# design 1

Fig. 1: design 1, clock network drawn from the DEF
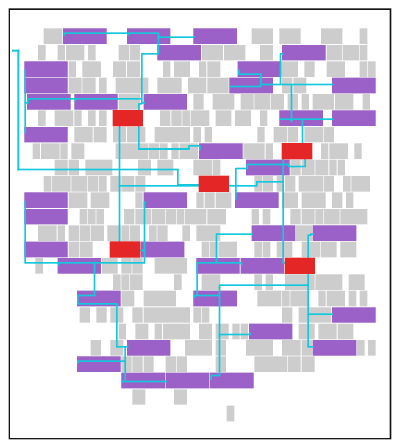

## src/rtl/led_pkg.sv

```systemverilog
// Shared types for the LED activity monitor: FSM state encodings and the
// LED state values carried on LED_IF.
package led_pkg;

  typedef enum logic [1:0] {
    LED_STATE_OFF   = 2'd0,
    LED_STATE_ON    = 2'd1,
    LED_STATE_BLINK = 2'd2
  } LED_STATE_t;

  typedef enum logic [1:0] {
    N_IDLE = 2'd0,
    N_BUSY = 2'd1,
    N_HOLD = 2'd2
  } NEXTOR_STATE_t;

  typedef enum logic [1:0] {
    B_WAIT   = 2'd0,
    B_ACTIVE = 2'd1,
    B_DONE   = 2'd2
  } BOOT_STATE_t;

  function automatic LED_STATE_t led_on_off(input logic on);
    return on ? LED_STATE_ON : LED_STATE_OFF;
  endfunction

endpackage

```

## src/rtl/led_if.sv

```systemverilog
// LED state stream between an activity source (HOST) and the LED controller
// (DEVICE).
interface LED_IF;
  import led_pkg::*;

  LED_STATE_t State;

  modport HOST   (output State);
  modport DEVICE (input  State);
endinterface

```

## src/rtl/led_stretch_counter.sv

```systemverilog
// Loadable down-counter that sticks at zero; load wins over decrement.
module led_stretch_counter #(
  parameter int W = 4
) (
  input  logic         CLK,
  input  logic         RESET,
  input  logic         load,
  input  logic [W-1:0] load_val,
  input  logic         dec,
  output logic         zero
);

  logic [W-1:0] cnt;

  always_ff @(posedge CLK) begin
    if (RESET) begin
      cnt <= '0;
    end else if (load) begin
      cnt <= load_val;
    end else if (dec && (cnt != '0)) begin
      cnt <= cnt - W'(1);
    end
  end

  assign zero = (cnt == '0);

endmodule

```

## src/rtl/led_activity_monitor.sv

```systemverilog
// Turns TF access strobes and boot ROM activity into LedNextor / LedBoot states.
// Optional error-hold on LedBoot is enabled with macro LED_ERROR_HOLD_EN.
//
// state    | meaning
// N_IDLE   | no TF activity, LedNextor off
// N_BUSY   | TF command/transaction in progress, LedNextor on
// N_HOLD   | activity ended, stretching ON for MIN_ON cycles
// B_WAIT   | reset, no boot ROM read seen yet, LedBoot on
// B_ACTIVE | boot reads ongoing, idle timer running, LedBoot on
// B_DONE   | boot finished (handoff or idle timeout), LedBoot off
module led_activity_monitor
  import led_pkg::*;
#(
  parameter int MIN_ON    = 1024,
  parameter int BOOT_IDLE = 2_148_000,
  parameter int ERR_HOLD  = 10_740_000
) (
  input  logic CLK,
  input  logic RESET,
  input  logic SdAccess,
  input  logic SdBusy,
  input  logic BootAccess,
  input  logic BootDone,
  input  logic SdError,
  LED_IF.HOST  LedNextor,
  LED_IF.HOST  LedBoot
);

  localparam int HOLD_W = $clog2(MIN_ON + 1);
  localparam int IDLE_W = $clog2(BOOT_IDLE + 1);

  NEXTOR_STATE_t     n_state, n_next;
  BOOT_STATE_t       b_state, b_next;
  logic [IDLE_W-1:0] idle_cnt, idle_next;
  logic              hold_load, hold_zero;
  logic              err_on;
  LED_STATE_t        led_nextor_q, led_nextor_d;
  LED_STATE_t        led_boot_q, led_boot_d;

  always_ff @(posedge CLK) begin
    if (RESET) begin
      n_state      <= N_IDLE;
      b_state      <= B_WAIT;
      idle_cnt     <= '0;
      led_nextor_q <= LED_STATE_OFF;
      led_boot_q   <= LED_STATE_ON;
    end else begin
      n_state      <= n_next;
      b_state      <= b_next;
      idle_cnt     <= idle_next;
      led_nextor_q <= led_nextor_d;
      led_boot_q   <= led_boot_d;
    end
  end

  // Re-trigger from N_HOLD leaves the counter alone; it is reloaded when busy ends.
  always_comb begin
    n_next    = n_state;
    hold_load = 1'b0;
    case (n_state)
      N_IDLE: if (SdAccess || SdBusy) n_next = N_BUSY;
      N_BUSY: begin
        if (!SdBusy) begin
          hold_load = 1'b1;
          n_next    = N_HOLD;
        end
      end
      N_HOLD: begin
        if (SdAccess || SdBusy) n_next = N_BUSY;
        else if (hold_zero)     n_next = N_IDLE;
      end
      default: n_next = N_IDLE;
    endcase
  end

  led_stretch_counter #(.W(HOLD_W)) u_hold_cnt (
    .CLK      (CLK),
    .RESET    (RESET),
    .load     (hold_load),
    .load_val (HOLD_W'(MIN_ON - 1)),
    .dec      (n_state == N_HOLD),
    .zero     (hold_zero)
  );

  // BootDone outranks BootAccess; B_DONE only leaves through RESET.
  always_comb begin
    b_next    = b_state;
    idle_next = idle_cnt;
    case (b_state)
      B_WAIT: begin
        if (BootDone) begin
          b_next = B_DONE;
        end else if (BootAccess) begin
          b_next    = B_ACTIVE;
          idle_next = '0;
        end
      end
      B_ACTIVE: begin
        if (BootDone) begin
          b_next = B_DONE;
        end else if (BootAccess) begin
          idle_next = '0;
        end else if (idle_cnt == IDLE_W'(BOOT_IDLE - 1)) begin
          b_next = B_DONE;
        end else if (idle_cnt != IDLE_W'(BOOT_IDLE)) begin
          idle_next = idle_cnt + IDLE_W'(1);
        end
      end
      default: b_next = B_DONE;
    endcase
  end

`ifdef LED_ERROR_HOLD_EN
  localparam int ERR_W = $clog2(ERR_HOLD + 1);
  logic err_zero;

  led_stretch_counter #(.W(ERR_W)) u_err_cnt (
    .CLK      (CLK),
    .RESET    (RESET),
    .load     (SdError),
    .load_val (ERR_W'(ERR_HOLD - 1)),
    .dec      (1'b1),
    .zero     (err_zero)
  );

  // The output register lags the counter by one cycle, so the pulse covers ERR_HOLD cycles.
  assign err_on = SdError || !err_zero;
`else
  logic unused_err;
  assign unused_err = SdError | (ERR_HOLD == 0);
  assign err_on     = 1'b0;
`endif

  always_comb begin
    led_nextor_d = led_on_off(n_next != N_IDLE);
    led_boot_d   = led_on_off((b_next != B_DONE) || err_on);
  end

  assign LedNextor.State = led_nextor_q;
  assign LedBoot.State   = led_boot_q;

endmodule

```

## src/flat_wrapper.sv

```systemverilog
// flat-port wrapper written by rule: the top's interface ports become plain ports
module led_activity_monitor_flat import led_pkg::*;
#(
  parameter int MIN_ON    = 1024,
  parameter int BOOT_IDLE = 2_148_000,
  parameter int ERR_HOLD  = 10_740_000
)
  (CLK, RESET, SdAccess, SdBusy, BootAccess, BootDone, SdError, LedNextor_State, LedBoot_State);
  LED_IF LedNextor_i ();
  LED_IF LedBoot_i ();
  input  logic CLK;
  input  logic RESET;
  input  logic SdAccess;
  input  logic SdBusy;
  input  logic BootAccess;
  input  logic BootDone;
  input  logic SdError;
  output wire logic [$bits(LedNextor_i.State)-1:0] LedNextor_State;
  output wire logic [$bits(LedBoot_i.State)-1:0] LedBoot_State;
  assign LedNextor_State = LedNextor_i.State;
  assign LedBoot_State = LedBoot_i.State;
  led_activity_monitor #(.MIN_ON(MIN_ON), .BOOT_IDLE(BOOT_IDLE), .ERR_HOLD(ERR_HOLD)) u_core (.CLK(CLK), .RESET(RESET), .SdAccess(SdAccess), .SdBusy(SdBusy), .BootAccess(BootAccess), .BootDone(BootDone), .SdError(SdError), .LedNextor(LedNextor_i), .LedBoot(LedBoot_i));
endmodule
```

## config.mk

```make
export PLATFORM = sky130hd
export DESIGN_NAME = led_activity_monitor_flat
export DESIGN_NICKNAME = d
export VERILOG_FILES = /design/src/rtl/led_pkg.sv /design/src/rtl/led_if.sv /design/src/rtl/led_stretch_counter.sv /design/src/rtl/led_activity_monitor.sv /design/src/flat_wrapper.sv
export SDC_FILE = /design/constraint.sdc
export NUM_CORES = 1
export LEC_CHECK = 0
export CAP_MARGIN = 20
export CORE_AREA = 2 2 61 69
export DETAILED_ROUTE_END_ITERATION = 6
export DIE_AREA = 0 0 63 71
export HOLD_SLACK_MARGIN = 0.06
export PLACE_DENSITY = 0.77
export SLEW_MARGIN = 20
export SYNTH_ARGS = -nofsm -noshare
export SYNTH_HDL_FRONTEND = slang
export SYNTH_HIERARCHICAL = 1
export SYNTH_SLANG_ARGS = --single-unit
```

## constraint.sdc

```tcl
create_clock -name CLK -period 2.65 [get_ports CLK]
set_clock_uncertainty 0.2 [all_clocks]
set_input_delay 0.3975 -clock CLK [delete_from_list [all_inputs] [get_ports CLK]]
set_output_delay 0.3975 -clock CLK [all_outputs]
set_load 0.01 [all_outputs]
```

# design 2

--- config.mk ---
export PLATFORM = sky130hd
export DESIGN_NAME = call_return_stack
export DESIGN_NICKNAME = d
export VERILOG_FILES = /design/src/rtl/call_return_stack.sv
export SDC_FILE = /design/constraint.sdc
export NUM_CORES = 1
export LEC_CHECK = 0
export ABC_AREA = 0
export CORE_ASPECT_RATIO = 1.25
export CORE_UTILIZATION = 60
export DETAILED_ROUTE_END_ITERATION = 12
export GPL_TIMING_DRIVEN = 1
export PLACE_DENSITY = 0.79
export SLEW_MARGIN = 20
export SYNTH_ARGS = -nofsm -noshare
export SYNTH_HDL_FRONTEND = slang
export SYNTH_SLANG_ARGS = --single-unit
export TNS_END_PERCENT = 20
--- constraint.sdc ---
create_clock -name CLK -period 4.1 [get_ports CLK]
set_input_delay 0.82 -clock CLK [delete_from_list [all_inputs] [get_ports CLK]]
set_output_delay 0.82 -clock CLK [all_outputs]
set_load 0.03 [all_outputs]
--- src/rtl/call_return_stack.sv ---
// Return-address stack feeding the PC mux: PUSH saves PC_COUNT+1, POP discards the top.
// Optional high-water-mark output HWM is enabled by defining CALL_STACK_HWM_EN.
module call_return_stack #(
  parameter int DEPTH = 16,
  parameter int AW    = 10,
  localparam int SW   = $clog2(DEPTH) + 1
) (
  input  logic          CLK,
  input  logic          RST,
  input  logic [AW-1:0] PC_COUNT,
  input  logic          PUSH,
  input  logic          POP,
  input  logic          ERR_CLR,
  output logic [AW-1:0] FROM_STACK,
  output logic [SW-1:0] SP,
  output logic          EMPTY,
  output logic          FULL,
  output logic          OVF,
  output logic          UNF
`ifdef CALL_STACK_HWM_EN
  ,
  output logic [SW-1:0] HWM
`endif
);

  localparam int IW = $clog2(DEPTH);

  logic [AW-1:0] mem [DEPTH];
  logic [SW-1:0] sp_q, sp_d;
  logic          ovf_q, unf_q;
  logic          ovf_set, unf_set;
  logic          wr_en;
  logic [IW-1:0] wr_idx;
  logic [IW-1:0] top_idx;
  logic [AW-1:0] pc_inc;
  logic          empty, full;

  assign empty   = (sp_q == '0);
  assign full    = (sp_q == SW'(DEPTH));
  assign top_idx = IW'(sp_q - SW'(1));
  assign pc_inc  = PC_COUNT + AW'(1);

  assign FROM_STACK = empty ? '0 : mem[top_idx];
  assign SP         = sp_q;
  assign EMPTY      = empty;
  assign FULL       = full;
  assign OVF        = ovf_q;
  assign UNF        = unf_q;

  always_comb begin
    sp_d    = sp_q;
    wr_en   = 1'b0;
    wr_idx  = IW'(sp_q);
    ovf_set = 1'b0;
    unf_set = 1'b0;
    case ({PUSH, POP})
      2'b10: begin
        if (full) begin
          ovf_set = 1'b1;
        end else begin
          wr_en = 1'b1;
          sp_d  = sp_q + SW'(1);
        end
      end
      2'b01: begin
        if (empty) unf_set = 1'b1;
        else       sp_d    = sp_q - SW'(1);
      end
      2'b11: begin
        // Simultaneous push+pop replaces the top; on an empty stack it degrades to a push.
        wr_en = 1'b1;
        if (empty) begin
          wr_idx  = '0;
          sp_d    = SW'(1);
          unf_set = 1'b1;
        end else begin
          wr_idx = top_idx;
        end
      end
      default: ;
    endcase
  end

  always_ff @(posedge CLK or posedge RST) begin
    if (RST) begin
      sp_q  <= '0;
      ovf_q <= 1'b0;
      unf_q <= 1'b0;
    end else begin
      sp_q  <= sp_d;
      ovf_q <= ovf_set | (ovf_q & ~ERR_CLR);
      unf_q <= unf_set | (unf_q & ~ERR_CLR);
    end
  end

  always_ff @(posedge CLK) begin
    if (wr_en) mem[wr_idx] <= pc_inc;
  end

`ifdef CALL_STACK_HWM_EN
  logic [SW-1:0] hwm_q;

  always_ff @(posedge CLK or posedge RST) begin
    if (RST)               hwm_q <= '0;
    else if (sp_d > hwm_q) hwm_q <= sp_d;
  end

  assign HWM = hwm_q;
`endif

endmodule
# design 3

===== config.mk =====
export PLATFORM = sky130hd
export DESIGN_NAME = opb_register_bank_ppc2simulink
export DESIGN_NICKNAME = d
export VERILOG_FILES = /design/src/rtl/opb_register_bank_ppc2simulink.sv
export SDC_FILE = /design/constraint.sdc
export NUM_CORES = 1
export LEC_CHECK = 0
export ABC_AREA = 1
export ABC_CLOCK_PERIOD_IN_PS = 2950
export CELL_PAD_IN_SITES_DETAIL_PLACEMENT = 0
export CELL_PAD_IN_SITES_GLOBAL_PLACEMENT = 2
export CORE_UTILIZATION = 27
export DETAILED_ROUTE_END_ITERATION = 16
export PLACE_DENSITY_LB_ADDON = 0.1
export SLEW_MARGIN = 20
export SYNTH_ARGS = -nofsm -noshare
export SYNTH_HDL_FRONTEND = slang
export SYNTH_SLANG_ARGS = --single-unit

===== constraint.sdc =====
create_clock -name OPB_Clk -period 2.95 [get_ports OPB_Clk]
set_input_delay 0.295 -clock OPB_Clk [delete_from_list [all_inputs] [get_ports OPB_Clk]]
set_output_delay 0.295 -clock OPB_Clk [all_outputs]
set_load 0.05 [all_outputs]

===== src/rtl/opb_register_bank_ppc2simulink.sv =====
// opb_register_bank_ppc2simulink: OPB slave exposing C_NUM_REGS 32-bit level/pulse registers to user logic.
// Optional macro OPB_REG_STATUS_READ_EN: reads return sampled user_data_in instead of stored values.
`default_nettype none

module opb_register_bank_ppc2simulink #(
  parameter logic [31:0] C_BASEADDR   = 32'h010B2100,
  parameter logic [31:0] C_HIGHADDR   = 32'h010B21FF,
  parameter int          C_OPB_AWIDTH = 32,
  parameter int          C_OPB_DWIDTH = 32,
  parameter int          C_NUM_REGS   = 4,
  parameter logic [63:0] C_PULSE_MASK = 64'd0,
  parameter              C_FAMILY     = "virtex5"
) (
  input  logic                    OPB_Clk,
  input  logic                    OPB_Rst,
  input  logic [0:31]             OPB_ABus,
  input  logic [0:3]              OPB_BE,
  input  logic [0:31]             OPB_DBus,
  input  logic                    OPB_RNW,
  input  logic                    OPB_select,
  input  logic                    OPB_seqAddr,
  output logic [0:31]             Sl_DBus,
  output logic                    Sl_errAck,
  output logic                    Sl_retry,
  output logic                    Sl_toutSup,
  output logic                    Sl_xferAck,
  output logic [C_NUM_REGS*32-1:0] user_data_out,
  output logic [C_NUM_REGS-1:0]   user_wr_strobe
`ifdef OPB_REG_STATUS_READ_EN
  ,
  input  logic [C_NUM_REGS*32-1:0] user_data_in
`endif
);

  localparam int IW = (C_NUM_REGS > 1) ? $clog2(C_NUM_REGS) : 1;

  typedef enum logic [1:0] {
    IDLE = 2'd0,
    ACK  = 2'd1,
    HOLD = 2'd2
  } state_t;

  generate
    if ((C_OPB_AWIDTH != 32) || (C_OPB_DWIDTH != 32) || (C_NUM_REGS < 1) || (C_NUM_REGS > 64) ||
        (C_HIGHADDR < C_BASEADDR) || (C_BASEADDR[1:0] != 2'b00) ||
        (((C_HIGHADDR - C_BASEADDR) >> 2) < 32'(C_NUM_REGS - 1))) begin : g_param_check
      $error("opb_register_bank_ppc2simulink: illegal parameter set for family %s", C_FAMILY);
    end
  endgenerate

  state_t                   r_state, w_next;
  logic [C_NUM_REGS*32-1:0] r_data;
  logic [C_NUM_REGS-1:0]    r_strobe;
  logic [IW-1:0]            r_idx;
  logic                     r_rnw;
  logic                     r_in_range;
  logic [3:0]               r_be;
  logic [31:0]              r_wdata;
  logic [31:0]              w_offset;
  logic [31:0]              w_idx_full;
  logic                     w_hit;
  logic                     w_in_range;
  logic                     w_ack;
  logic [31:0]              w_rd;

  assign w_offset   = OPB_ABus - C_BASEADDR;
  assign w_idx_full = w_offset >> 2;
  assign w_hit      = OPB_select && (OPB_ABus >= C_BASEADDR) && (OPB_ABus <= C_HIGHADDR);
  assign w_in_range = w_idx_full < 32'(C_NUM_REGS);

  // Reset wins over the ACK cycle: a transfer interrupted by reset is never acknowledged.
  assign w_ack = (r_state == ACK) && !OPB_Rst;

`ifdef OPB_REG_STATUS_READ_EN
  logic [31:0] r_status;

  always_ff @(posedge OPB_Clk) begin
    if (OPB_Rst) begin
      r_status <= '0;
    end else if ((r_state == IDLE) && w_hit) begin
      r_status <= '0;
      for (int i = 0; i < C_NUM_REGS; i++) begin
        if (w_idx_full == 32'(i)) r_status <= user_data_in[32*i +: 32];
      end
    end
  end

  assign w_rd = r_status;
`else
  always_comb begin
    w_rd = '0;
    for (int i = 0; i < C_NUM_REGS; i++) begin
      if (r_idx == IW'(i)) w_rd = r_data[32*i +: 32];
    end
  end
`endif

  always_comb begin
    w_next = r_state;
    case (r_state)
      IDLE:    if (w_hit) w_next = ACK;
      ACK:     w_next = HOLD;
      HOLD:    if (!OPB_select || OPB_seqAddr) w_next = IDLE;
      default: w_next = IDLE;
    endcase
  end

  always_ff @(posedge OPB_Clk) begin
    if (OPB_Rst) begin
      r_state    <= IDLE;
      r_data     <= '0;
      r_strobe   <= '0;
      r_idx      <= '0;
      r_rnw      <= 1'b0;
      r_in_range <= 1'b0;
      r_be       <= '0;
      r_wdata    <= '0;
    end else begin
      r_state  <= w_next;
      r_strobe <= '0;
      if ((r_state == IDLE) && w_hit) begin
        r_idx      <= w_idx_full[IW-1:0];
        r_rnw      <= OPB_RNW;
        r_in_range <= w_in_range;
        r_be       <= OPB_BE;
        r_wdata    <= OPB_DBus;
      end
      // Pulse registers clear after their strobe cycle; a write landing on the same edge wins.
      for (int i = 0; i < C_NUM_REGS; i++) begin
        if (C_PULSE_MASK[i] && r_strobe[i]) r_data[32*i +: 32] <= '0;
        if ((r_state == ACK) && !r_rnw && r_in_range && (r_idx == IW'(i))) begin
          for (int k = 0; k < 4; k++) begin
            if (r_be[k]) r_data[32*i + 8*k +: 8] <= r_wdata[8*k +: 8];
          end
          r_strobe[i] <= 1'b1;
        end
      end
    end
  end

  assign Sl_xferAck     = w_ack;
  assign Sl_errAck      = w_ack && !r_in_range;
  assign Sl_DBus        = (w_ack && r_rnw && r_in_range) ? w_rd : 32'd0;
  assign Sl_retry       = 1'b0;
  assign Sl_toutSup     = 1'b0;
  assign user_data_out  = r_data;
  assign user_wr_strobe = r_strobe;

endmodule

`default_nettype wire


Fig. 2: design 2, clock network drawn from the DEF
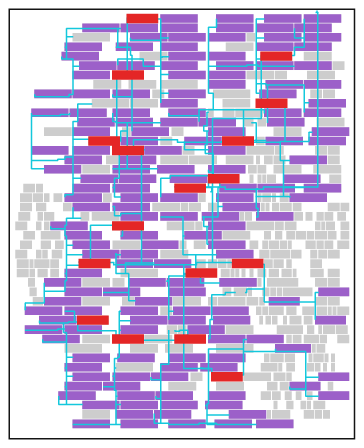
[clock drivers] red | count: 17
[flip-flops] purple | count: 167
[clock wires] cyan | length: 1,710 um
flops lie: all over the die

Fig. 3: design 2, cell outlines without signal wires
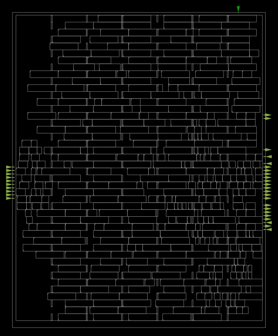
Cell Count, Final, Fillers Out: 593
Final Core Density: 0.730
tapcell count: 138
core footprint: 11,600 um2

==> impl_metrics.py, design 2 <==
# Generated from Yosys and OpenROAD reports
metrics = {
    "status": {
        "status": "complete, no violations",
    },
    "run": {
        "warnings": 28,
    },
    "pwr": {
        "p_sw_uw": 2410,
        "finalPower_uw": 6990,
        "p_seq_uw": 2210,
        "comb_power_share": 0.410,
    },
    "cells_and_area": {
        "largest_register_ffs": 160,
        "layout.cells.most_common_list": "160 x edfxtp_1, 40 x mux4_2, 37 x buf_4",
    },
    "cts": {
        "clockBufferDepth": 2,
        "clkTransAtPathRegs_ps": 60,
    },
    "synthesis": {
        "ys_ff": 167,
        "topCellsByArea": "edfxtp_1 68%, mux4_2 13%, mux2i_1 3.0%",
    },
    "route": {
        "top_layer_used": "met4",
        "first_pass_iters": 4,
    },
    "sta": {
        "finalWorstSetupSlack_ps": 82.8,
        "rsz0062_at_grt": "no",
    },
    "worst_hold_path": {
        "worstHoldPathType": "reg -> reg",
    },
    "die": {
        "die_w_um": 99.2,
    },
    "global_route": {
        "first_global_vias": 4014,
    },
    "setup_path": {
        "slowest_delay_ps": 650,
    },
}
## design 2: layout make-up
cell class              count  area share
repair buffers             64      0.0650
well taps                 138      0.0205
inverters                   8     0.00356
clock inverters            15      0.0353
multi-input cells         184       0.235
flip-flops and latches    167       0.591
clock buffers              17      0.0504
## design 2: metal layers
layer / GRT usage / up-vias
li1: - / 1674
met5: 0 / -
met4: 0.0956 / 0
met3: 0.0520 / 27
met1: 0.340 / 2046
met2: 0.499 / 179
## design 2: what timing repair did
action                     in CTS  in global routing
resized                         1                  0
setup buffers                   0                  0
setup endpoints to repair       1                  0
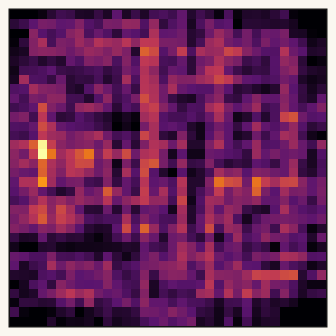
Fig. 4. Signal metal coverage by tile (design 3).
The die is cut into 34 by 34 equal tiles; black is low, pale yellow is high, scaled to the fullest tile. Values are wire area over tile area, all layers added.
mean over tiles: 0.15
nearly empty tiles: 4.3%
fullest tile: 0.59
densest ninth of the die: middle left

==> impl_metrics.py, design 3 <==
# Generated from Yosys and OpenROAD reports
metrics = {
    "run": {
        "max-cap-violations": 0,
    },
    "cts": {
        "clock_latency_ps": 430,
        "clkTransAtPathRegs_ps": 70,
    },
    "cells_and_area": {
        "ff_count": 174,
        "final_cells": 1661,
    },
    "route": {
        "drt_iter0_drc": 376,
        "drc": 0,
    },
    "pwr": {
        "power.internal_uw": 3920,
        "p_sw_uw": 1180,
        "power_frac_seq": 0.461,
    },
    "setup_path": {
        "critPathTopFamily": "buffers and inverters",
        "r2r_cells": 5,
        "arrival_ps": 2410,
    },
    "synthesis": {
        "ys_sh_xor": 0,
        "top_area_cell": "dfxtp_1",
    },
    "die": {
        "die_w_um": 170,
    },
    "global_route": {
        "first_global_vias": 7238,
    },
    "status": {
        "status": "complete, no violations",
    },
}
design 3: registers in the layout, summed over array words and instances, names as in the netlist:
name,count
user_data_out,128
r_be,4
r_wdata,32
r_in_range,1
r_rnw,1
r_state,2
r_idx,2
user_wr_strobe,4
design 3: worst paths after layout:
path	startpoint	to
min	OPB_RNW	r_rnw
min reg2reg	user_data_out[126]	user_data_out[126]
max reg2reg	r_idx[1]	user_data_out[64]
max	r_idx[0]	Sl_DBus[17]
design 3: worst register-to-register path, stage by stage (launching register included):
cell	delay (ps)
dfxtp_1	510
nand2_1	450
inv_1	340
nand3_1	540
o21ai_0	370
a21oi_1	60
Fig. 5: design 1, cell outlines without signal wires
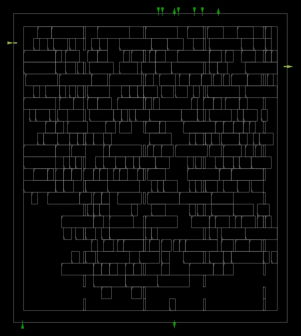
Cell Count, Final, Fillers Out: 328
core footprint: 3810 um2
tapcell count: 52

## Picture notes: Fig. 1
[flip-flops] purple | count: 39
[clock wires] cyan | length: 460 um
[clock drivers] red | count: 5
routed clock nets: 6
flops lie: all over the die

==> impl_metrics.py, design 1 <==
# Generated from Yosys and OpenROAD reports
metrics = {
    "synthesis": {
        "syn_area_per_cell_um2": 8.48,
        "synth_cell_types": 62,
        "async_reset_ff_frac": 0,
        "ys_ff": 39,
        "synth_top_flop_cell": "dfxtp_1",
        "yosys_warnings": 6,
        "yosys_cells": 256,
        "synth-area-yosys_um2": 2170,
        "ys_sh_xor": 0.0524,
    },
    "sta": {
        "whs_ps": 284,
        "rsz0062_at_grt": "no",
        "min_period_ps": 2160,
        "fmax_ghz": 0.463,
        "tns_ps": 0,
    },
    "setup_path": {
        "r2r_cells": 5,
        "path_class": "reg -> reg",
        "crit_path_max_fanout": 5,
        "critPathLaunch": "u_core/n_state[1]",
    },
    "pwr": {
        "p_per_area_nw_per_um2": 495,
        "power_leader": "registers",
        "power_frac_seq": 0.524,
        "pg_comb_uw": 167,
        "power.internal_uw": 882,
        "p_clk_frac": 0.336,
        "p_clk_uw": 401,
        "p_seq_uw": 625,
        "p_sw_uw": 310,
    },
    "route": {
        "vias": 1862,
        "first_pass_iters": 4,
    },
    "global_route": {
        "grtUsageMet1": 0.242,
        "grt_pass1_wl_mm": 7.94,
        "grt_max_degree": 20,
    },
    "placement": {
        "dp_hpwl_mm": 3.26,
    },
    "cts": {
        "clkSinkCount": 39,
        "postCtsSetupRepairBufs": 0,
        "cts_resized": 0,
    },
    "cells_and_area": {
        "n_all_buffers": 15,
        "layout.cells.most_common_list": "39 x dfxtp_1, 29 x nor2_1, 22 x nand2_1",
        "reg_top3": "u_core/idle_cnt (22), u_core/u_hold_cnt/cnt (11)",
        "inverters": 10,
        "logic_gates": 205,
    },
    "worst_hold_path": {
        "hold_depth": 2,
    },
    "status": {
        "status": "complete, no violations",
    },
}
## design 1: critical path: stages (launching register included)
cell and delay [ps]:
dfxtp_1 350, nor2b_1 310, or3b_1 500, a2111oi_2 400, xnor2_1 120, a211oi_2 210
## design 1: routing by layer
| metal | wire, um | vias to the layer above |
|---|---|---|
| met4 | 66 | 0 |
| li1 | - | 957 |
| met2 | 2380 | 39 |
| met1 | 1910 | 856 |
| met5 | 0 | - |
| met3 | 161 | 10 |

==> layout pictures side by side <==
Selected gate families.
panel A
The bar under the picture is 50 um long.
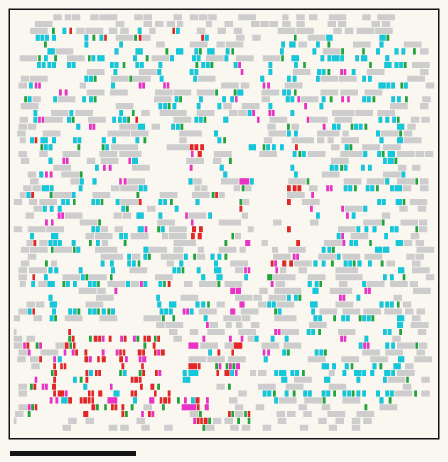
panel B
The bar under the picture is 20 um long.
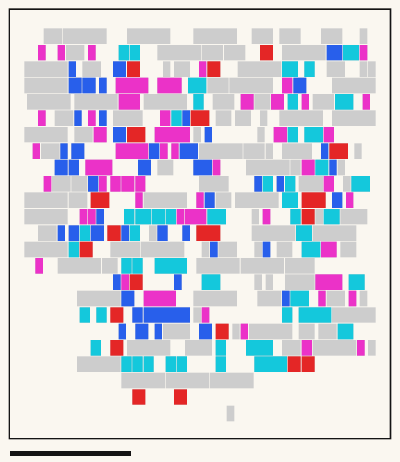
panel C
The bar under the picture is 20 um long.
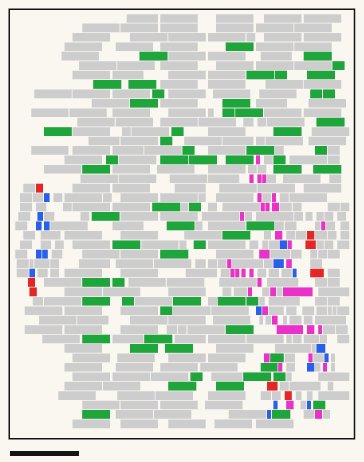
- largest die: panel A
- most cells: panel A
| picture | from |
|---|---|
| panel A | design 3 |
| panel B | design 1 |
| panel C | design 2 |


# design 4

Fig. 6: design 4, cell outlines without signal wires
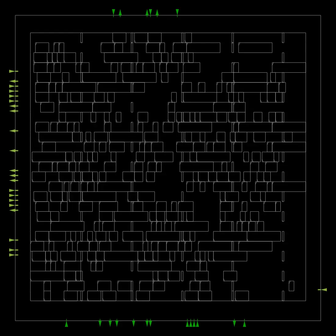

[src/rtl/countdown_timer.sv]
// countdown_timer
//
// Down-counting MM:SS timer with BCD time registers. A clock-cycle prescaler
// produces the one-second tick. The timer flags expiry with a one-cycle done
// pulse and a sticky alarm.
//
// Optional feature (compile-time macro): COUNTDOWN_AUTO_RELOAD_EN
//   When defined, the timer reloads the last loaded value at expiry and keeps
//   running. When undefined, it holds 00:00 in EXPIRED until the next load.
//
// Parameters:
//   TICK_DIV  clock cycles per one-second decrement (minimum 2)
//   PRE_W     prescaler width, 2**PRE_W >= TICK_DIV
//
// Ports:
//   clk       system clock, rising edge
//   rst       asynchronous active-low reset
//   load      load load_min/load_sec (clamped to valid BCD time)
//   load_min  BCD minutes, tens [7:4], ones [3:0]
//   load_sec  BCD seconds, tens [7:4], ones [3:0]
//   start     begin or resume the countdown
//   stop      pause the countdown
//   ack       clear the alarm
//   min, sec  current BCD time
//   running   high while counting
//   done      one-cycle pulse on expiry
//   alarm     sticky expiry flag
module countdown_timer #(
    parameter int TICK_DIV = 10,
    parameter int PRE_W    = 16
) (
    input  logic       clk,
    input  logic       rst,
    input  logic       load,
    input  logic [7:0] load_min,
    input  logic [7:0] load_sec,
    input  logic       start,
    input  logic       stop,
    input  logic       ack,
    output logic [7:0] min,
    output logic [7:0] sec,
    output logic       running,
    output logic       done,
    output logic       alarm
);

    typedef enum logic [1:0] {
        ST_IDLE    = 2'd0,
        ST_RUN     = 2'd1,
        ST_PAUSE   = 2'd2,
        ST_EXPIRED = 2'd3
    } state_t;

    localparam logic [PRE_W-1:0] LAST_PRE = PRE_W'(TICK_DIV - 1);

    state_t           r_state;
    logic [PRE_W-1:0] r_pre;
    logic [7:0]       r_min;
    logic [7:0]       r_sec;
    logic             r_done;
    logic             r_alarm;

    logic [7:0]       w_loadMin;
    logic [7:0]       w_loadSec;
    logic [7:0]       w_decMin;
    logic [7:0]       w_decSec;
    logic             w_timeZero;
    logic             w_decZero;

`ifdef COUNTDOWN_AUTO_RELOAD_EN
    logic [7:0]       r_reloadMin;
    logic [7:0]       r_reloadSec;
    logic             w_reloadZero;

    assign w_reloadZero = (r_reloadMin == 8'h00) && (r_reloadSec == 8'h00);
`endif

    function automatic logic [3:0] clampDigit(input logic [3:0] d, input logic [3:0] lim);
        return (d > lim) ? lim : d;
    endfunction

    assign w_loadMin = {clampDigit(load_min[7:4], 4'd9), clampDigit(load_min[3:0], 4'd9)};
    assign w_loadSec = {clampDigit(load_sec[7:4], 4'd5), clampDigit(load_sec[3:0], 4'd9)};

    assign w_timeZero = (r_min == 8'h00) && (r_sec == 8'h00);

    // One-second BCD decrement with borrow ripple sec ones -> sec tens ->
    // min ones -> min tens. Only used when the time is non-zero, so the
    // minutes tens digit never underflows.
    always_comb begin
        w_decMin = r_min;
        w_decSec = r_sec;
        if (r_sec[3:0] != 4'd0) begin
            w_decSec[3:0] = r_sec[3:0] - 4'd1;
        end else begin
            w_decSec[3:0] = 4'd9;
            if (r_sec[7:4] != 4'd0) begin
                w_decSec[7:4] = r_sec[7:4] - 4'd1;
            end else begin
                w_decSec[7:4] = 4'd5;
                if (r_min[3:0] != 4'd0) begin
                    w_decMin[3:0] = r_min[3:0] - 4'd1;
                end else begin
                    w_decMin[3:0] = 4'd9;
                    w_decMin[7:4] = r_min[7:4] - 4'd1;
                end
            end
        end
    end

    assign w_decZero = (w_decMin == 8'h00) && (w_decSec == 8'h00);

    // Control FSM and datapath. Priority is load > stop > start; ack is
    // applied first so that an expiry on the same edge overrides it.
    // stop on the final tick wins because the tick branch is never reached.
    always_ff @(posedge clk or negedge rst) begin
        if (!rst) begin
            r_state <= ST_IDLE;
            r_pre   <= '0;
            r_min   <= 8'h00;
            r_sec   <= 8'h00;
            r_done  <= 1'b0;
            r_alarm <= 1'b0;
`ifdef COUNTDOWN_AUTO_RELOAD_EN
            r_reloadMin <= 8'h00;
            r_reloadSec <= 8'h00;
`endif
        end else begin
            r_done <= 1'b0;
            if (ack) begin
                r_alarm <= 1'b0;
            end

            if (load) begin
                r_min   <= w_loadMin;
                r_sec   <= w_loadSec;
                r_pre   <= '0;
                r_state <= ST_IDLE;
                r_alarm <= 1'b0;
`ifdef COUNTDOWN_AUTO_RELOAD_EN
                r_reloadMin <= w_loadMin;
                r_reloadSec <= w_loadSec;
`endif
            end else if (stop) begin
                if (r_state == ST_RUN) begin
                    r_state <= ST_PAUSE;
                end
            end else if (start && (r_state == ST_IDLE || r_state == ST_PAUSE)) begin
                // Prescaler is left alone so a resume continues the
                // partially elapsed second.
                if (!w_timeZero) begin
                    r_state <= ST_RUN;
                end
            end else if (r_state == ST_RUN) begin
                if (r_pre == LAST_PRE) begin
                    r_pre <= '0;
                    if (!w_timeZero) begin
                        if (w_decZero) begin
                            r_done  <= 1'b1;
                            r_alarm <= 1'b1;
`ifdef COUNTDOWN_AUTO_RELOAD_EN
                            if (!w_reloadZero) begin
                                r_min <= r_reloadMin;
                                r_sec <= r_reloadSec;
                            end else begin
                                r_min   <= 8'h00;
                                r_sec   <= 8'h00;
                                r_state <= ST_EXPIRED;
                            end
`else
                            r_min   <= 8'h00;
                            r_sec   <= 8'h00;
                            r_state <= ST_EXPIRED;
`endif
                        end else begin
                            r_min <= w_decMin;
                            r_sec <= w_decSec;
                        end
                    end
                end else begin
                    r_pre <= r_pre + PRE_W'(1);
                end
            end
        end
    end

    assign min     = r_min;
    assign sec     = r_sec;
    assign running = (r_state == ST_RUN);
    assign done    = r_done;
    assign alarm   = r_alarm;

endmodule
[config.mk]
export PLATFORM = sky130hd
export DESIGN_NAME = countdown_timer
export DESIGN_NICKNAME = d
export VERILOG_FILES = /design/src/rtl/countdown_timer.sv
export SDC_FILE = /design/constraint.sdc
export NUM_CORES = 1
export LEC_CHECK = 0
export CAP_MARGIN = 20
export CORE_MARGIN = 4
export CORE_UTILIZATION = 40
export DETAILED_ROUTE_END_ITERATION = 16
export PLACE_DENSITY = 0.6
export RECOVER_POWER = 100
export SETUP_SLACK_MARGIN = 0.1
export SYNTH_ARGS = -nofsm -noshare
export SYNTH_HDL_FRONTEND = slang
export SYNTH_SLANG_ARGS = --single-unit
[constraint.sdc]
create_clock -name clk -period 3.1 [get_ports clk]
set_input_delay 0.31 -clock clk [delete_from_list [all_inputs] [get_ports clk]]
set_output_delay 0.31 -clock clk [all_outputs]
set_load 0.02 [all_outputs]
# design 5

## src/rtl/spi_adc_frontend.sv

```systemverilog
`default_nettype none
// ============================================================================
// Module   : spi_adc_frontend
// Purpose  : Periodic SPI read of a serial ADC, offset-binary conversion and
//            valid/ready sample hold register with saturating overrun count.
// Revision : 1.0
// ============================================================================
module spi_adc_frontend #(
    parameter int CLK_DIV       = 4,
    parameter int FRAME_BITS    = 16,
    parameter int SAMPLE_PERIOD = 256,
    parameter bit OFFSET_BINARY = 1'b1
) (
    input  logic                  input_clk,
    input  logic                  reset,
    input  logic                  enable,
    input  logic                  spi_miso,
    output logic                  spi_sclk,
    output logic                  spi_cs,
    output logic                  spi_mosi,
    output logic [FRAME_BITS-1:0] sample_data,
    output logic                  sample_valid,
    input  logic                  sample_ready,
    output logic [7:0]            overrun_count
);
    localparam int c_TIMER_W = (SAMPLE_PERIOD > 1) ? $clog2(SAMPLE_PERIOD) : 1;
    localparam int c_PH_W    = $clog2(CLK_DIV);
    localparam int c_BIT_W   = $clog2(FRAME_BITS + 1);

    localparam logic [c_TIMER_W-1:0] c_TIMER_LAST = c_TIMER_W'(SAMPLE_PERIOD - 1);
    localparam logic [c_PH_W-1:0]    c_PH_LAST    = c_PH_W'(CLK_DIV - 1);
    localparam logic [c_PH_W-1:0]    c_PH_HALF    = c_PH_W'(CLK_DIV / 2);
    localparam logic [c_BIT_W-1:0]   c_BIT_LAST   = c_BIT_W'(FRAME_BITS);

    typedef enum logic [1:0] {
        S_IDLE  = 2'd0,
        S_SETUP = 2'd1,
        S_SHIFT = 2'd2,
        S_DONE  = 2'd3
    } state_t;

    state_t                 r_state_q,  w_state_d;
    logic [c_TIMER_W-1:0]   r_timer_q,  w_timer_d;
    logic [c_PH_W-1:0]      r_ph_q,     w_ph_d;
    logic [c_BIT_W-1:0]     r_bit_q,    w_bit_d;
    logic [FRAME_BITS-1:0]  r_shift_q,  w_shift_d;
    logic                   r_cs_q,     w_cs_d;
    logic                   r_sclk_q,   w_sclk_d;
    logic [FRAME_BITS-1:0]  r_data_q,   w_data_d;
    logic                   r_valid_q,  w_valid_d;
    logic [7:0]             r_ovr_q,    w_ovr_d;
    logic                   w_load;
    logic [FRAME_BITS-1:0]  w_conv;

    generate
        if (OFFSET_BINARY) begin : g_offset
            assign w_conv = {~w_shift_d[FRAME_BITS-1], w_shift_d[FRAME_BITS-2:0]};
        end else begin : g_pass
            assign w_conv = w_shift_d;
        end
    endgenerate

    always_comb begin
        w_timer_d = (r_timer_q == c_TIMER_LAST) ? '0 : r_timer_q + 1'b1;
        w_state_d = r_state_q;
        w_ph_d    = r_ph_q;
        w_bit_d   = r_bit_q;
        w_shift_d = r_shift_q;
        w_load    = 1'b0;

        // bit counter holds the SCLK period index: 0 is setup, 1..FRAME_BITS carry data
        unique case (r_state_q)
            S_IDLE: begin
                if (r_timer_q == '0 && enable) begin
                    w_state_d = S_SETUP;
                    w_ph_d    = '0;
                    w_bit_d   = '0;
                end
            end
            S_SETUP: begin
                if (r_ph_q == c_PH_LAST) begin
                    w_state_d = S_SHIFT;
                    w_ph_d    = '0;
                    w_bit_d   = c_BIT_W'(1);
                end else begin
                    w_ph_d = r_ph_q + 1'b1;
                end
            end
            S_SHIFT: begin
                if (r_ph_q == c_PH_LAST) begin
                    w_shift_d = {r_shift_q[FRAME_BITS-2:0], spi_miso};
                    w_ph_d    = '0;
                    if (r_bit_q == c_BIT_LAST) begin
                        w_state_d = S_DONE;
                        w_load    = 1'b1;
                    end else begin
                        w_bit_d = r_bit_q + 1'b1;
                    end
                end else begin
                    w_ph_d = r_ph_q + 1'b1;
                end
            end
            S_DONE:  w_state_d = S_IDLE;
            default: w_state_d = S_IDLE;
        endcase

        // pins are registered from next-state so they line up with the state flops
        w_cs_d   = !(w_state_d == S_SETUP || w_state_d == S_SHIFT);
        w_sclk_d = !(w_state_d == S_SHIFT && w_ph_d < c_PH_HALF);

        w_data_d  = r_data_q;
        w_valid_d = r_valid_q;
        w_ovr_d   = r_ovr_q;
        if (w_load) begin
            w_data_d  = w_conv;
            w_valid_d = 1'b1;
            if (r_valid_q && !sample_ready && r_ovr_q != 8'hFF) begin
                w_ovr_d = r_ovr_q + 8'd1;
            end
        end else if (r_valid_q && sample_ready) begin
            w_valid_d = 1'b0;
        end
    end

    always_ff @(posedge input_clk) begin
        if (reset) begin
            r_state_q <= S_IDLE;
            r_timer_q <= '0;
            r_ph_q    <= '0;
            r_bit_q   <= '0;
            r_shift_q <= '0;
            r_cs_q    <= 1'b1;
            r_sclk_q  <= 1'b1;
            r_data_q  <= '0;
            r_valid_q <= 1'b0;
            r_ovr_q   <= '0;
        end else begin
            r_state_q <= w_state_d;
            r_timer_q <= w_timer_d;
            r_ph_q    <= w_ph_d;
            r_bit_q   <= w_bit_d;
            r_shift_q <= w_shift_d;
            r_cs_q    <= w_cs_d;
            r_sclk_q  <= w_sclk_d;
            r_data_q  <= w_data_d;
            r_valid_q <= w_valid_d;
            r_ovr_q   <= w_ovr_d;
        end
    end

    assign spi_cs        = r_cs_q;
    assign spi_sclk      = r_sclk_q;
    assign spi_mosi      = 1'b0;
    assign sample_data   = r_data_q;
    assign sample_valid  = r_valid_q;
    assign overrun_count = r_ovr_q;

endmodule
`default_nettype wire

```

## config.mk

```make
export PLATFORM = sky130hd
export DESIGN_NAME = spi_adc_frontend
export DESIGN_NICKNAME = d
export VERILOG_FILES = /design/src/rtl/spi_adc_frontend.sv
export SDC_FILE = /design/constraint.sdc
export NUM_CORES = 1
export LEC_CHECK = 0
export ABC_AREA = 1
export CORE_MARGIN = 2
export CORE_UTILIZATION = 45
export DETAILED_ROUTE_END_ITERATION = 10
export PLACE_DENSITY = 0.78
export SYNTH_ARGS = -nofsm -noshare
export SYNTH_HDL_FRONTEND = slang
export SYNTH_SLANG_ARGS = --single-unit
```

## constraint.sdc

```tcl
create_clock -name input_clk -period 2.5 [get_ports input_clk]
set_input_delay 0.25 -clock input_clk [delete_from_list [all_inputs] [get_ports input_clk]]
set_output_delay 0.25 -clock input_clk [all_outputs]
set_load 0.05 [all_outputs]
```

Fig. 7: design 4, zoomed window
The bar under the picture is 10 um long. Region (29, 13) to (54, 38) um. Cells in grey, sequential cells in the stronger grey; small squares are vias.
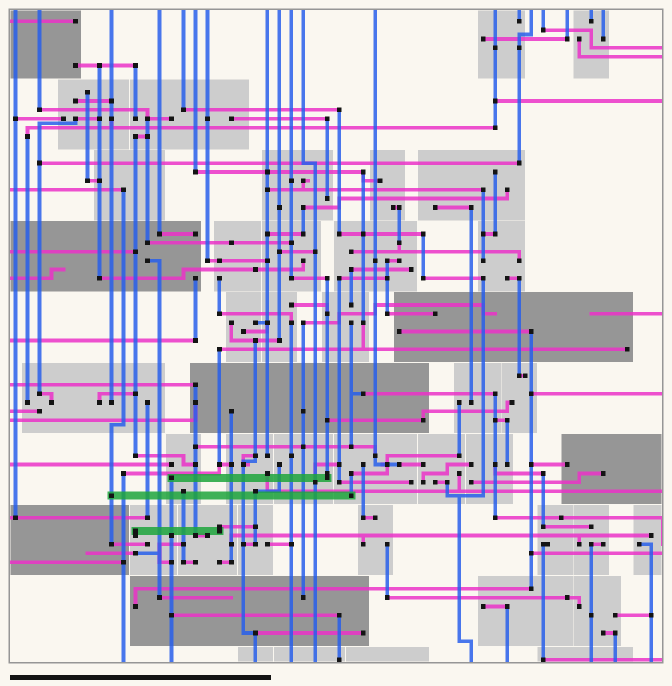
[metal 1] magenta
[metal 3] green
[metal 2] blue
cells with their middle in the window: 37
netlist names of flops here include: min (4)
sequential cells in the window: 4
most frequent: nand2_1 (5), o21ai_0 (4), dfrtp_1 (4)

Notes on Fig. 6 above:
core footprint: 5540 um2
Final Core Density: 0.511

==> impl_metrics.py, design 4 <==
# Generated from Yosys and OpenROAD reports
metrics = {
    "sta": {
        "hold_viol": 0,
        "finalWorstSetupSlack_ps": 476,
        "slew_viol_final": 37,
        "worst_pin_slew_ps": 2000,
    },
    "cts": {
        "clockBufferDepth": 2,
        "cts_root_buf": "clkbuf_8",
    },
    "setup_path": {
        "crit_path_max_fanout": 10,
        "crit_path_start_kind": "flop",
    },
    "placement": {
        "place_area_um2": 2780,
    },
    "pwr": {
        "p_clk_frac": 0.315,
        "p_sw_uw": 290,
    },
    "global_route": {
        "first_global_vias": 2161,
        "grtUsageMet1": 0.219,
        "antenna_found_initial": 0,
    },
    "synthesis": {
        "simple_gate_share": 0.292,
    },
    "run": {
        "max-cap-violations": 1,
        "warnings": 28,
    },
    "status": {
        "violations": "max-capacitance violations, max-slew violations",
        "status": "finished, violations left",
    },
    "route": {
        "top_layer_used": "met4",
    },
    "die": {
        "die_w_um": 83.7,
        "ios": 41,
    },
    "cells_and_area": {
        "final_common_cell": "dfrtp_1",
        "final_cells": 383,
    },
}
==> design 4: worst paths after layout <==
check / cells after the start / end / startpoint / slack (ps)
worst min-delay path: 1 / r_pre[7] / r_pre[7] / 550
worst min register to register: 1 / r_pre[7] / r_pre[7] / 550
worst max-delay path: 5 / r_state[1] / sec[1] / 480
worst max register to register: 5 / r_state[1] / sec[1] / 480
max in group asynchronous: 1 / done / rst / 1370
min in group asynchronous: 1 / r_pre[13] / rst / 580
==> design 4: sequential cells by signal (all words and copies together) (netlist names) <==
register / flops
done: 1
min: 8
sec: 8
alarm: 1
r_state: 2
r_pre: 16
Fig. 8: design 5, selected gate families
The bar under the picture is 20 um long.
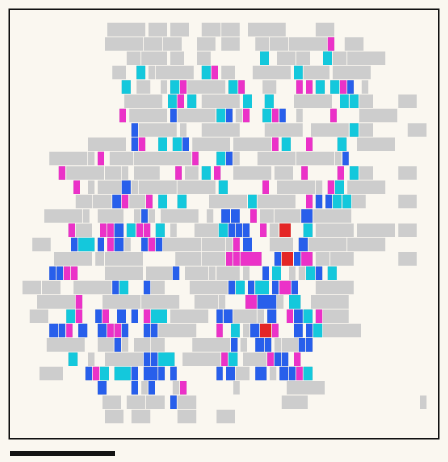
[NAND gates] blue | cells: 83
[AND and OR gates] red | cells: 3
[inverting AOI/OAI gates] cyan | cells: 56
[NOR gates] magenta | cells: 63

==> impl_metrics.py, design 5 <==
# Generated from Yosys and OpenROAD reports
metrics = {
    "setup_path": {
        "crit_path_start_kind": "flop",
        "r2r_end": "spi_cs",
        "critPathTopFamily": "simple AND/OR/NAND/NOR gates",
        "end_kind": "flop",
        "path_buffers": 1,
        "critPathLaunch": "r_state_q[0]",
        "r2r_cells": 9,
    },
    "worst_hold_path": {
        "hold_end": "r_timer_q[0]",
        "worstHoldPathType": "reg -> reg",
    },
    "global_route": {
        "grtUsageMet1": 0.208,
        "overflow": 0,
        "top_usage_layer": "met2",
        "first_global_vias": 1990,
        "grt_use_met3": 0.0444,
    },
    "pwr": {
        "vdd.ir_drop.worst_mv": 0.309,
        "switching_share": 0.262,
        "pg_comb_uw": 197,
        "power.internal_uw": 1510,
    },
    "die": {
        "fp_util": 0.459,
    },
    "status": {
        "status": "complete, no violations",
    },
    "sta": {
        "finalWorstSetupSlack_ps": 547,
        "rsz0062_at_grt": "no",
        "fin_crit_sh": 0.781,
    },
    "synthesis": {
        "ys_sh_adder": 0.0606,
        "topCellsByArea": "dfxtp_1 45%, nor2_1 8.2%, nand2_1 8.1%",
        "top_cells_by_count": "60 x dfxtp_1, 59 x nor2_1, 58 x nand2_1",
        "syn_inst": 352,
    },
    "cts": {
        "clockBufferDepth": 2,
    },
    "route": {
        "antenna_left": 0,
        "routedWlPerCell_um": 11.3,
        "drt-total-wl_mm": 5.19,
    },
    "cells_and_area": {
        "drive_gt1_frac": 0.0751,
        "layout.cells.most_common_list": "60 x dfxtp_1, 59 x nor2_1, 58 x nand2_1",
    },
    "run": {
        "max-cap-violations": 0,
    },
}
==> design 5: through the flow <==
stage,util,cells,cell area [um2],power [uW],hold slack [ps]
2_1_floorplan,-,352,2690,1170,430
3_3_place_gp,0.517,445,3020,1210,446
3_5_place_dp,0.517,445,3020,1220,453
4_1_cts,0.549,461,3210,2060,469
5_1_grt,0.549,461,3210,2130,483
6_report,0.549,461,3210,2050,465
==> design 5: final cells by class <==
cell class,instances,area [um2]
inverters,35,131
repair buffers,33,325
fillers,523,2640
clock buffers,10,128
clock inverters,6,63.8
multi-input cells,242,1270
well taps,75,93.8
flip-flops and latches,60,1200


==> layout pictures side by side <==
Clock network drawn from the DEF.
Plate I
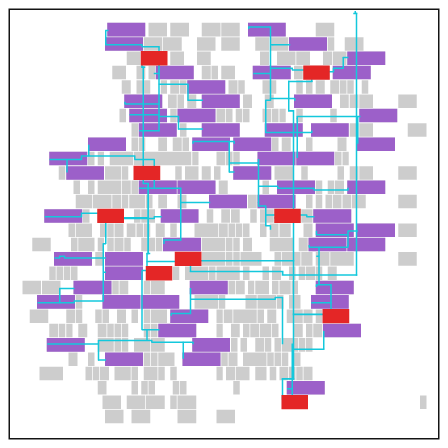
Plate II
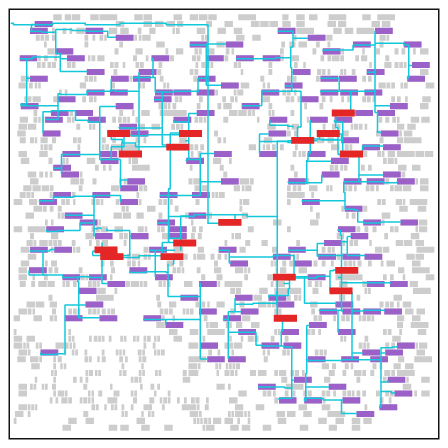
Plate III
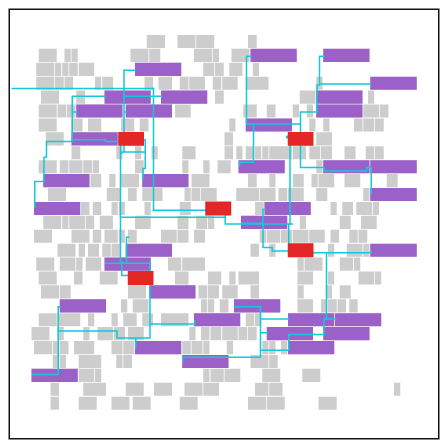
Plate I comes from design 5.
Plate II comes from design 3.
Plate III comes from design 4.
- most sequential cells: Plate II

Key to Plate II:
[clock wires] cyan | length: 2,550 um
[flip-flops] purple | count: 174
[clock drivers] red | count: 17
routed clock nets: 18
flops lie: all over the die

Power and IR drop assume default switching activity.
